=== vjtag_ram_reader ===
**vjtag_ram_reader: clock network drawn from the DEF**

Drawn at 6 px/um.
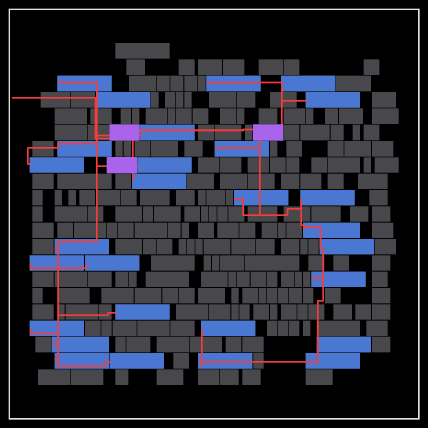

[config.mk]
export PLATFORM = sky130hd
export DESIGN_NAME = vjtag_ram_reader
export DESIGN_NICKNAME = d
export VERILOG_FILES = /design/src/rtl/vjtag_pkg.sv /design/src/rtl/vjtag_dr_shift.sv /design/src/rtl/vjtag_ram_reader.sv
export SDC_FILE = /design/constraint.sdc
export NUM_CORES = 1
export LEC_CHECK = 0
export ABC_CLOCK_PERIOD_IN_PS = 1300
export CAP_MARGIN = 20
export CORE_MARGIN = 3
export CORE_UTILIZATION = 48
export CTS_CLUSTER_DIAMETER = 50
export DETAILED_ROUTE_END_ITERATION = 8
export PLACE_DENSITY = 0.86
export SYNTH_ARGS = -nofsm -noshare
export SYNTH_HDL_FRONTEND = slang
export SYNTH_HIERARCHICAL = 1
export SYNTH_SLANG_ARGS = --single-unit
[constraint.sdc]
create_clock -name tck -period 1.3 [get_ports tck]
set_input_delay 0.26 -clock tck [delete_from_list [all_inputs] [get_ports tck]]
set_output_delay 0.26 -clock tck [all_outputs]
set_load 0.005 [all_outputs]
[src/rtl/vjtag_pkg.sv]
// vjtag_ram_reader shared types: IR codes, prefetch states, sizing helper.
// Optional feature macro: VJTAG_RD_PARITY_EN (parity bit on READ DR).
package vjtag_pkg;

  typedef enum logic [1:0] {
    IR_BYPASS   = 2'b00,
    IR_SET_ADDR = 2'b01,
    IR_READ     = 2'b10,
    IR_STATUS   = 2'b11
  } ir_e;

  typedef enum logic [1:0] {
    PF_IDLE  = 2'b00,
    PF_FETCH = 2'b01,
    PF_LATCH = 2'b10
  } pf_state_e;

  function automatic int max2(input int a, input int b);
    return (a > b) ? a : b;
  endfunction

endpackage

[src/rtl/vjtag_dr_shift.sv]
// Shared capture/shift data register; tdi enters at the active length's MSB.
// Length is selected by a one-hot MSB mask so one register serves all DRs.
import vjtag_pkg::*;

module vjtag_dr_shift #(
  parameter int W = 9
) (
  input  logic         tck,
  input  logic         aclr,
  input  logic         cap_en,
  input  logic [W-1:0] cap_val,
  input  logic         sh_en,
  input  logic [W-1:0] msb,
  input  logic         tdi,
  output logic [W-1:0] q
);

  logic [W-1:0] sh_nxt;

  // right shift, new bit lands at the selected MSB position
  always_comb begin
    sh_nxt = ((q >> 1) & ~msb) | ({W{tdi}} & msb);
  end

  // capture has priority over shift
  always_ff @(posedge tck or negedge aclr) begin
    if (!aclr) begin
      q <= '0;
    end else if (cap_en) begin
      q <= cap_val;
    end else if (sh_en) begin
      q <= sh_nxt;
    end
  end

endmodule

[src/rtl/vjtag_ram_reader.sv]
// Virtual-JTAG RAM reader: address pointer, 1-word prefetch, shared DR.
// Optional feature macro: VJTAG_RD_PARITY_EN (READ DR gains even parity MSB).
import vjtag_pkg::*;

module vjtag_ram_reader #(
  parameter int AW = 6,
  parameter int DW = 8
) (
  input  logic          tck,
  input  logic          aclr,
  input  logic [1:0]    ir_in,
  input  logic          v_cdr,
  input  logic          v_sdr,
  input  logic          v_udr,
  input  logic          tdi,
  output logic          tdo,
  output logic [AW-1:0] ram_addr,
  output logic          ram_rden,
  input  logic [DW-1:0] ram_q,
  output logic [AW-1:0] cur_addr
);

`ifdef VJTAG_RD_PARITY_EN
  localparam int RDW = DW + 1;
`else
  localparam int RDW = DW;
`endif
  localparam int SW = max2(AW + 1, DW + 1);

  ir_e ir;
  assign ir = ir_e'(ir_in);

  pf_state_e     state;
  pf_state_e     state_nxt;
  logic [AW-1:0] ptr;
  logic [DW-1:0] pf_data;
  logic          pf_valid;
  logic          boot;
  logic          byp;
  logic [SW-1:0] sr;
  logic [SW-1:0] cap_val;
  logic [SW-1:0] msb;

  logic cap;
  logic upd;
  logic shf;
  logic ptr_chg;
  logic fwd;
  logic [DW-1:0] cap_data;
  logic cap_valid;
  logic [RDW-1:0] rd_word;

  // TAP flag priority: capture, then update, then shift
  always_comb begin
    cap     = v_cdr;
    upd     = v_udr & ~v_cdr;
    shf     = v_sdr & ~v_cdr & ~v_udr;
    ptr_chg = upd & ((ir == IR_SET_ADDR) | (ir == IR_READ));
  end

  // a capture landing on the LATCH edge takes ram_q directly
  always_comb begin
    fwd       = (state == PF_LATCH);
    cap_data  = fwd ? ram_q : pf_data;
    cap_valid = pf_valid | fwd;
  end

`ifdef VJTAG_RD_PARITY_EN
  // even parity over the data word, placed above it
  always_comb begin
    rd_word = {^cap_data, cap_data};
  end
`else
  // plain data word
  always_comb begin
    rd_word = cap_data;
  end
`endif

  // capture value and active DR length per IR
  always_comb begin
    cap_val = '0;
    msb     = '0;
    unique case (ir)
      IR_SET_ADDR: begin
        cap_val[AW-1:0] = ptr;
        msb[AW-1]       = 1'b1;
      end
      IR_READ: begin
        cap_val[RDW-1:0] = rd_word;
        msb[RDW-1]       = 1'b1;
      end
      IR_STATUS: begin
        cap_val[AW:0] = {cap_valid, ptr};
        msb[AW]       = 1'b1;
      end
      IR_BYPASS: begin
        msb[0] = 1'b1;
      end
    endcase
  end

  vjtag_dr_shift #(
    .W(SW)
  ) u_dr (
    .tck    (tck),
    .aclr   (aclr),
    .cap_en (cap & (ir != IR_BYPASS)),
    .cap_val(cap_val),
    .sh_en  (shf & (ir != IR_BYPASS)),
    .msb    (msb),
    .tdi    (tdi),
    .q      (sr)
  );

  // 1-bit bypass register
  always_ff @(posedge tck or negedge aclr) begin
    if (!aclr) begin
      byp <= 1'b0;
    end else if (cap & (ir == IR_BYPASS)) begin
      byp <= 1'b0;
    end else if (shf & (ir == IR_BYPASS)) begin
      byp <= tdi;
    end
  end

  // read pointer: load on SET_ADDR update, advance on READ update
  always_ff @(posedge tck or negedge aclr) begin
    if (!aclr) begin
      ptr <= '0;
    end else if (upd & (ir == IR_SET_ADDR)) begin
      ptr <= sr[AW-1:0];
    end else if (upd & (ir == IR_READ)) begin
      ptr <= ptr + AW'(1);
    end
  end

  // one-shot flag that kicks the first prefetch after reset
  always_ff @(posedge tck or negedge aclr) begin
    if (!aclr) begin
      boot <= 1'b1;
    end else begin
      boot <= 1'b0;
    end
  end

  // prefetch state register
  always_ff @(posedge tck or negedge aclr) begin
    if (!aclr) begin
      state <= PF_IDLE;
    end else begin
      state <= state_nxt;
    end
  end

  // prefetch next state and RAM strobe
  always_comb begin
    state_nxt = state;
    ram_rden  = 1'b0;
    unique case (state)
      PF_IDLE: begin
        if (ptr_chg | boot) state_nxt = PF_FETCH;
      end
      PF_FETCH: begin
        ram_rden  = 1'b1;
        state_nxt = ptr_chg ? PF_FETCH : PF_LATCH;
      end
      PF_LATCH: begin
        state_nxt = ptr_chg ? PF_FETCH : PF_IDLE;
      end
      default: begin
        state_nxt = PF_IDLE;
      end
    endcase
  end

  // prefetch data and valid; stale on any pointer move
  always_ff @(posedge tck or negedge aclr) begin
    if (!aclr) begin
      pf_data  <= '0;
      pf_valid <= 1'b0;
    end else if (ptr_chg | (state == PF_FETCH)) begin
      pf_valid <= 1'b0;
    end else if (state == PF_LATCH) begin
      pf_data  <= ram_q;
      pf_valid <= 1'b1;
    end
  end

  logic unused_sr;
  assign unused_sr = ^sr[SW-1:AW];

  assign tdo      = (ir == IR_BYPASS) ? byp : sr[0];
  assign ram_addr = ptr;
  assign cur_addr = ptr;

endmodule
=== clkdiv_prog_flat ===
File: src/rtl/clkdiv_pkg.sv
// rtl/clkdiv_pkg.sv - shared constants and types for the programmable clock divider
//   Contents: DIV_RST (ratio after reset), DIV_MIN (clamp floor for loaded ratios),
//   TICK_CNT_W (width of the optional tick counter), div_t (default-width ratio type).
//   Optional feature macro used by the bundle: CLKDIV_TICK_CNT_EN.
package clkdiv_pkg;

  localparam int DIV_RST    = 8;
  localparam int DIV_MIN    = 2;
  localparam int TICK_CNT_W = 16;
  localparam int CNT_W_DEF  = 8;

  typedef logic [CNT_W_DEF-1:0] div_t;

endpackage

File: src/rtl/clkdiv_prog_if.sv
// rtl/clkdiv_prog_if.sv - control/status bundle of the programmable clock divider
//   Signals: en, div_in[CNT_W], div_ld (driven by master)
//            div_busy, clk_out, tick, tick_cnt[16] when CLKDIV_TICK_CNT_EN (driven by slave)
//   Modports: master = controller/consumer side, slave = clkdiv_prog.
interface clkdiv_prog_if #(
  parameter int CNT_W = 8
);
  import clkdiv_pkg::*;

  logic             en;
  logic [CNT_W-1:0] div_in;
  logic             div_ld;
  logic             div_busy;
  logic             clk_out;
  logic             tick;
`ifdef CLKDIV_TICK_CNT_EN
  logic [TICK_CNT_W-1:0] tick_cnt;

  modport master (
    output en, div_in, div_ld,
    input  div_busy, clk_out, tick, tick_cnt
  );

  modport slave (
    input  en, div_in, div_ld,
    output div_busy, clk_out, tick, tick_cnt
  );
`else
  modport master (
    output en, div_in, div_ld,
    input  div_busy, clk_out, tick
  );

  modport slave (
    input  en, div_in, div_ld,
    output div_busy, clk_out, tick
  );
`endif

endinterface

File: src/rtl/clkdiv_ratio_reg.sv
// rtl/clkdiv_ratio_reg.sv - pending/active divide ratio registers with clamp and busy flag
//   Ports: clk, rst_ (sync, active-low)
//          div_ld, div_in[CNT_W] : load strobe and requested ratio
//          apply                 : period start or idle; promotes the pending ratio
//          ratio[CNT_W]          : active ratio used by the phase counter
//          div_busy              : a pending ratio is waiting to become active
module clkdiv_ratio_reg
  import clkdiv_pkg::*;
#(
  parameter int CNT_W = 8
) (
  input  logic             clk,
  input  logic             rst_,
  input  logic             div_ld,
  input  logic [CNT_W-1:0] div_in,
  input  logic             apply,
  output logic [CNT_W-1:0] ratio,
  output logic             div_busy
);

  localparam logic [CNT_W-1:0] RST_V = CNT_W'(DIV_RST);
  localparam logic [CNT_W-1:0] MIN_V = CNT_W'(DIV_MIN);

  logic [CNT_W-1:0] pend_q, pend_d;
  logic [CNT_W-1:0] act_q, act_d;
  logic             busy_q, busy_d;

  always_comb begin
    pend_d = pend_q;
    act_d  = act_q;
    busy_d = busy_q;
    // Promotion uses the value pending before this edge, so a load on the
    // same edge is held back until the following apply.
    if (apply && busy_q) begin
      act_d  = pend_q;
      busy_d = 1'b0;
    end
    if (div_ld) begin
      pend_d = (div_in < MIN_V) ? MIN_V : div_in;
      busy_d = 1'b1;
    end
  end

  always_ff @(posedge clk) begin
    if (!rst_) begin
      pend_q <= RST_V;
      act_q  <= RST_V;
      busy_q <= 1'b0;
    end else begin
      pend_q <= pend_d;
      act_q  <= act_d;
      busy_q <= busy_d;
    end
  end

  assign ratio    = act_q;
  assign div_busy = busy_q;

endmodule

File: src/rtl/clkdiv_prog.sv
// rtl/clkdiv_prog.sv - programmable glitch-free synchronous clock divider with tick output
//   Ports: clk          : single clock, rising edge
//          rst_         : synchronous active-low reset
//          bus (slave)  : en, div_in, div_ld in; div_busy, clk_out, tick out;
//                         tick_cnt out when CLKDIV_TICK_CNT_EN is defined
//   Period is N clk cycles: floor(N/2) high, remainder low; tick marks each rising clk_out.
module clkdiv_prog
  import clkdiv_pkg::*;
#(
  parameter int CNT_W = 8
) (
  input  logic         clk,
  input  logic         rst_,
  clkdiv_prog_if.slave bus
);

  logic [CNT_W-1:0] ratio;
  logic [CNT_W-1:0] half;
  logic [CNT_W-1:0] cnt_q, cnt_d, cnt_inc;
  logic             run_q, run_d;
  logic             clk_out_q, clk_out_d;
  logic             tick_q, tick_d;
  logic             start;
  logic             apply;
  logic             div_busy;

  // Ratio changes land only on period boundaries (or while idle), which is
  // what keeps clk_out free of runt pulses.
  clkdiv_ratio_reg #(
    .CNT_W(CNT_W)
  ) u_ratio (
    .clk     (clk),
    .rst_    (rst_),
    .div_ld  (bus.div_ld),
    .div_in  (bus.div_in),
    .apply   (apply),
    .ratio   (ratio),
    .div_busy(div_busy)
  );

  assign half    = ratio >> 1;
  assign cnt_inc = cnt_q + CNT_W'(1);

  // cnt_q is the position inside the running period (0 = tick cycle).
  always_comb begin
    run_d     = run_q;
    cnt_d     = cnt_q;
    clk_out_d = 1'b0;
    tick_d    = 1'b0;
    start     = 1'b0;
    if (!bus.en) begin
      run_d = 1'b0;
      cnt_d = '0;
    end else if (!run_q || (cnt_q == ratio - CNT_W'(1))) begin
      start     = 1'b1;
      run_d     = 1'b1;
      cnt_d     = '0;
      clk_out_d = 1'b1;
      tick_d    = 1'b1;
    end else begin
      cnt_d     = cnt_inc;
      clk_out_d = (cnt_inc < half);
    end
  end

  assign apply = start || !run_q;

  always_ff @(posedge clk) begin
    if (!rst_) begin
      run_q     <= 1'b0;
      cnt_q     <= '0;
      clk_out_q <= 1'b0;
      tick_q    <= 1'b0;
    end else begin
      run_q     <= run_d;
      cnt_q     <= cnt_d;
      clk_out_q <= clk_out_d;
      tick_q    <= tick_d;
    end
  end

`ifdef CLKDIV_TICK_CNT_EN
  logic [TICK_CNT_W-1:0] tick_cnt_q, tick_cnt_d;

  // Free-running count of issued ticks; only reset clears it.
  always_comb begin
    tick_cnt_d = tick_cnt_q;
    if (tick_d) begin
      tick_cnt_d = tick_cnt_q + TICK_CNT_W'(1);
    end
  end

  always_ff @(posedge clk) begin
    if (!rst_) begin
      tick_cnt_q <= '0;
    end else begin
      tick_cnt_q <= tick_cnt_d;
    end
  end

  assign bus.tick_cnt = tick_cnt_q;
`endif

  assign bus.clk_out  = clk_out_q;
  assign bus.tick     = tick_q;
  assign bus.div_busy = div_busy;

endmodule

File: src/flat_wrapper.sv
// flat-port wrapper written by rule: the top's interface ports become plain ports
module clkdiv_prog_flat import clkdiv_pkg::*;
#(
  parameter int CNT_W = 8
)
  (clk, rst_, bus_en, bus_div_in, bus_div_ld, bus_div_busy, bus_clk_out, bus_tick);
  clkdiv_prog_if #(.CNT_W(CNT_W)) bus_i ();
  input  logic clk;
  input  logic rst_;
  input wire logic [$bits(bus_i.en)-1:0] bus_en;
  input wire logic [$bits(bus_i.div_in)-1:0] bus_div_in;
  input wire logic [$bits(bus_i.div_ld)-1:0] bus_div_ld;
  output wire logic [$bits(bus_i.div_busy)-1:0] bus_div_busy;
  output wire logic [$bits(bus_i.clk_out)-1:0] bus_clk_out;
  output wire logic [$bits(bus_i.tick)-1:0] bus_tick;
  assign bus_i.en = bus_en;
  assign bus_i.div_in = bus_div_in;
  assign bus_i.div_ld = bus_div_ld;
  assign bus_div_busy = bus_i.div_busy;
  assign bus_clk_out = bus_i.clk_out;
  assign bus_tick = bus_i.tick;
  clkdiv_prog #(.CNT_W(CNT_W)) u_core (.clk(clk), .rst_(rst_), .bus(bus_i));
endmodule
File: config.mk
export PLATFORM = sky130hd
export DESIGN_NAME = clkdiv_prog_flat
export DESIGN_NICKNAME = d
export VERILOG_FILES = /design/src/rtl/clkdiv_pkg.sv /design/src/rtl/clkdiv_prog_if.sv /design/src/rtl/clkdiv_ratio_reg.sv /design/src/rtl/clkdiv_prog.sv /design/src/flat_wrapper.sv
export SDC_FILE = /design/constraint.sdc
export NUM_CORES = 1
export LEC_CHECK = 0
export ABC_CLOCK_PERIOD_IN_PS = 6500
export CAP_MARGIN = 20
export CORE_AREA = 2 2 59 61
export CTS_BUF_LIST = sky130_fd_sc_hd__clkbuf_4 sky130_fd_sc_hd__clkbuf_8 sky130_fd_sc_hd__clkbuf_16
export DETAILED_ROUTE_END_ITERATION = 6
export DIE_AREA = 0 0 61 63
export PLACE_DENSITY = 0.69
export REMOVE_ABC_BUFFERS = 1
export SKIP_LAST_GASP = 1
export SYNTH_ARGS = -nofsm -noshare
export SYNTH_HDL_FRONTEND = slang
export SYNTH_HIERARCHICAL = 1
export SYNTH_SLANG_ARGS = --single-unit
export TNS_END_PERCENT = 50
File: constraint.sdc
create_clock -name clk -period 6.5 [get_ports clk]
set_input_delay 1.3 -clock clk [delete_from_list [all_inputs] [get_ports clk]]
set_output_delay 1.3 -clock clk [all_outputs]
set_load 0.05 [all_outputs]
**clkdiv_prog_flat: cell density map**

Drawn at 6 px/um. The die is cut into 6 by 6 equal tiles; dark blue is low, red is high, 0 to 100% covered.
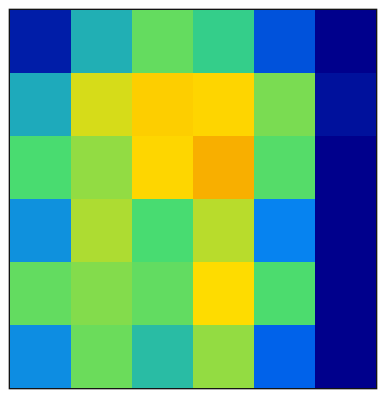
- mean over tiles: 43%
- nearly empty tiles: 14%
- tiles over 75% full: 11%
- fullest tile: 80%

==> results.ini, clkdiv_prog_flat <==
[pwr]
p_comb_frac=0.131
switchingPower_mw=0.0753
p_comb_mw=0.0404

[global_route]
grtUsageTotal=0.171

[synth]
edf_count=0
adder_share=0.0657
ff_type=dfxtp_1
synth_top_area_share=0.368
area_leaders=dfxtp_1, ha_1, xnor2_1
synthCells=165
syn_area_mm2=0.00152
synthMuxAreaShare=0.0394
yosysTopAreaCell=dfxtp_1
yosys_warnings=6

[clock_tree]
cts-root-buf=clkbuf_4

[run]
warnings=25
drv_cap=0

[finish]
final_cells=222
postLayoutCellArea_mm2=0.00172
syn_to_final_growth_pct=12.7

[critical_path]
cpLargestDelayFamily=buffers and inverters
cp-end-kind=primary output
cp_slowest_cell=clkdlybuf4s50_1
crit-reg2reg-launch=u_core/u_ratio/ratio[0]
critPathLaunchType=register

[sta]
period_needed_ns=3.04
hold_viol_final=0

[detailed_routing]
dr.pass1.iters=4
vias=1180

[status]
status=complete, no violations

[placement]
gp_congestion=0.835

[die]
core_mm2=0.00323

## clkdiv_prog_flat: layer usage
metal,wire [um],vias up,GRT usage
met5,0,-,0
met4,39,0,0.0598
met3,62,4,0.0248
met2,1290,10,0.250
met1,1530,559,0.254
li1,-,607,-
## clkdiv_prog_flat: how the worst max path moves through the flow
stage	startpoint	end	slack, ns	depth (start not counted)
3_5_place_dp	rst_	u_core/cnt_q[5]	3.52	5
4_1_cts	u_core/u_ratio/div_busy	bus_div_busy	3.43	1
6_report	u_core/u_ratio/div_busy	bus_div_busy	3.46	1
3_3_place_gp	rst_	u_core/cnt_q[2]	3.60	5
5_1_grt	u_core/u_ratio/ratio[0]	u_core/u_ratio/ratio[3]	3.28	10
2_1_floorplan	u_core/u_ratio/ratio[0]	u_core/u_ratio/ratio[3]	4.00	10
## clkdiv_prog_flat: area by class of cell
| type | instances | area, um2 |
|---|---|---|
| fill | 309 | 1520 |
| multi-input combinational | 119 | 880 |
| sequential | 28 | 561 |
| timing repair buffer | 14 | 140 |
| tap | 46 | 57.6 |
| inverter | 11 | 41.3 |
| clock buffer | 4 | 36.3 |
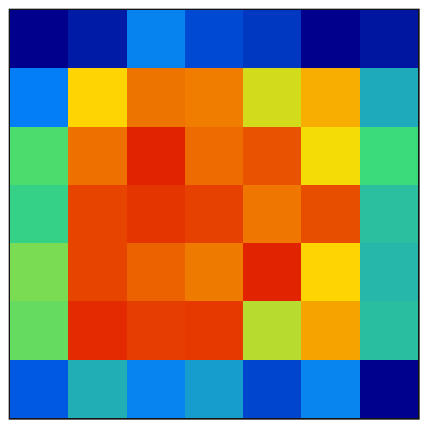
**Above:** vjtag_ram_reader (cell density map).
Drawn at 6 px/um. The die is cut into 7 by 7 equal tiles; dark blue is low, red is high, 0 to 100% covered.
- tiles over 75% full: 45%
- nearly empty tiles: 6.1%
- mean over tiles: 58%
- densest ninth of the die: centre
- fullest tile: 96%

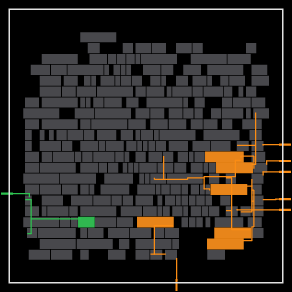
**Above:** vjtag_ram_reader (nets reached from selected ports).
Drawn at 4 px/um.
- ram_addr: orange (direction output; edge 5 east, 1 south; end cells 6; buffers 6; wire 162 um)
- ram_rden: green (direction output; edge west; end cells 1; buffers 1; wire 28.4 um)

Notes on 'clock network drawn from the DEF' of vjtag_ram_reader above:
- clock-net drivers: purple (count 3)
- flip-flops: blue (count 28)
- clock wires: red (length 309 um)
- routed clock nets: 4
- flops lie: widely spread

==> results.ini, vjtag_ram_reader <==
[status]
status=complete, but fails checks
violations=negative setup slack

[critical_path]
cp_slowest_cell=dfrtp_1
critPathLaunchType=register

[synth]
syn_area_mm2=0.00185
synthCells=175
synth_area_per_cell_um2=10.5
aoi_share=0.144
synthDistinctLibCells=36
synthMuxAreaShare=0.178
top_logic_kind=multiplexers

[sta]
setup_viol=18
fin_ws_ns=-0.266
fmax_ghz=0.639

[clock_tree]
clkTransAtPathRegs_ns=0.09
clockBufferDepth=2

[finish]
nClkBuffers=4
seq_area_frac=0.257
drive_above_1_share=0.460

[die]
io_pins=30
initCoreUtil=0.524

[detailed_routing]
wl_per_cell_um=17.3

## vjtag_ram_reader: repair_timing
action	4_1_cts	5_1_grt
endpoints found under the hold margin	0	0
gates resized	47	33
pin swaps	9	13
setup buffers	12	4
setup endpoints to repair	40	30
## vjtag_ram_reader: state kept, by name, summed over array words and instances, names as in the netlist
register / flops
boot: 1
byp: 1
cur_addr: 6
pf_data: 8
pf_valid: 1
state: 2
u_dr/q: 9
## vjtag_ram_reader: where the power goes
| group | switching [mW] | internal, mW | total (mW) |
|---|---|---|---|
| logic | 0.734 | 1.12 | 1.86 |
| registers | 0.214 | 1.14 | 1.36 |
| clock network | 0.267 | 0.271 | 0.538 |
| total | 1.21 | 2.54 | 3.75 |
## vjtag_ram_reader: per-stage QoR
step	setup WS (ns)	utilization	hold WS (ns)	total power [mW]	std cells
final	-0.266	0.777	0.342	3.75	298
after global routing	-0.333	0.777	0.349	3.95	298
after CTS	-0.199	0.745	0.348	3.53	294
after detailed placement	-0.719	0.686	0.496	2.84	279
after global placement	-0.710	0.686	0.490	2.77	279
after floorplan	-0.120	-	-0.0356	2.28	181

==> notes/layouts.md <==
Pictures saved along the way, in no particular order.

The metal 3 layer.
image #1
Drawn at 6 px/um.
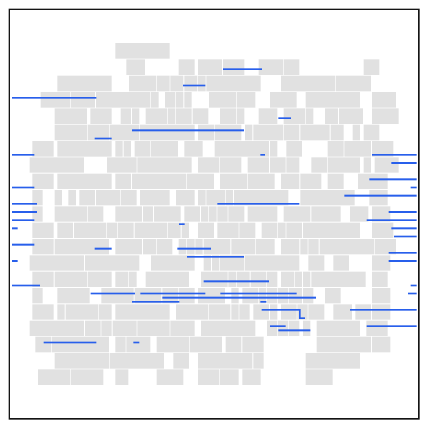
image #2
Drawn at 8 px/um.
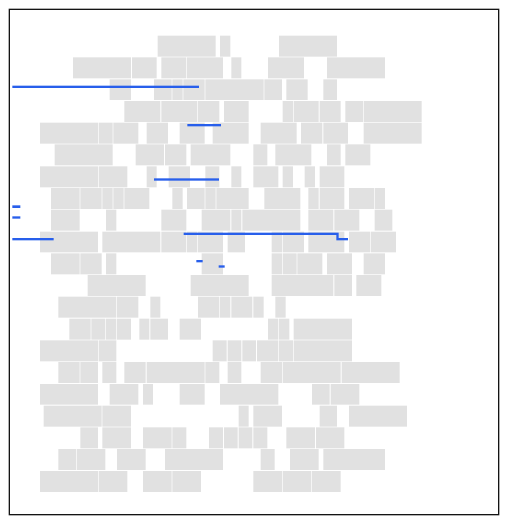
Image #1 is vjtag_ram_reader.
Image #2 is clkdiv_prog_flat.


Power figures rest on the tool's default switching activity, not on a simulated workload.
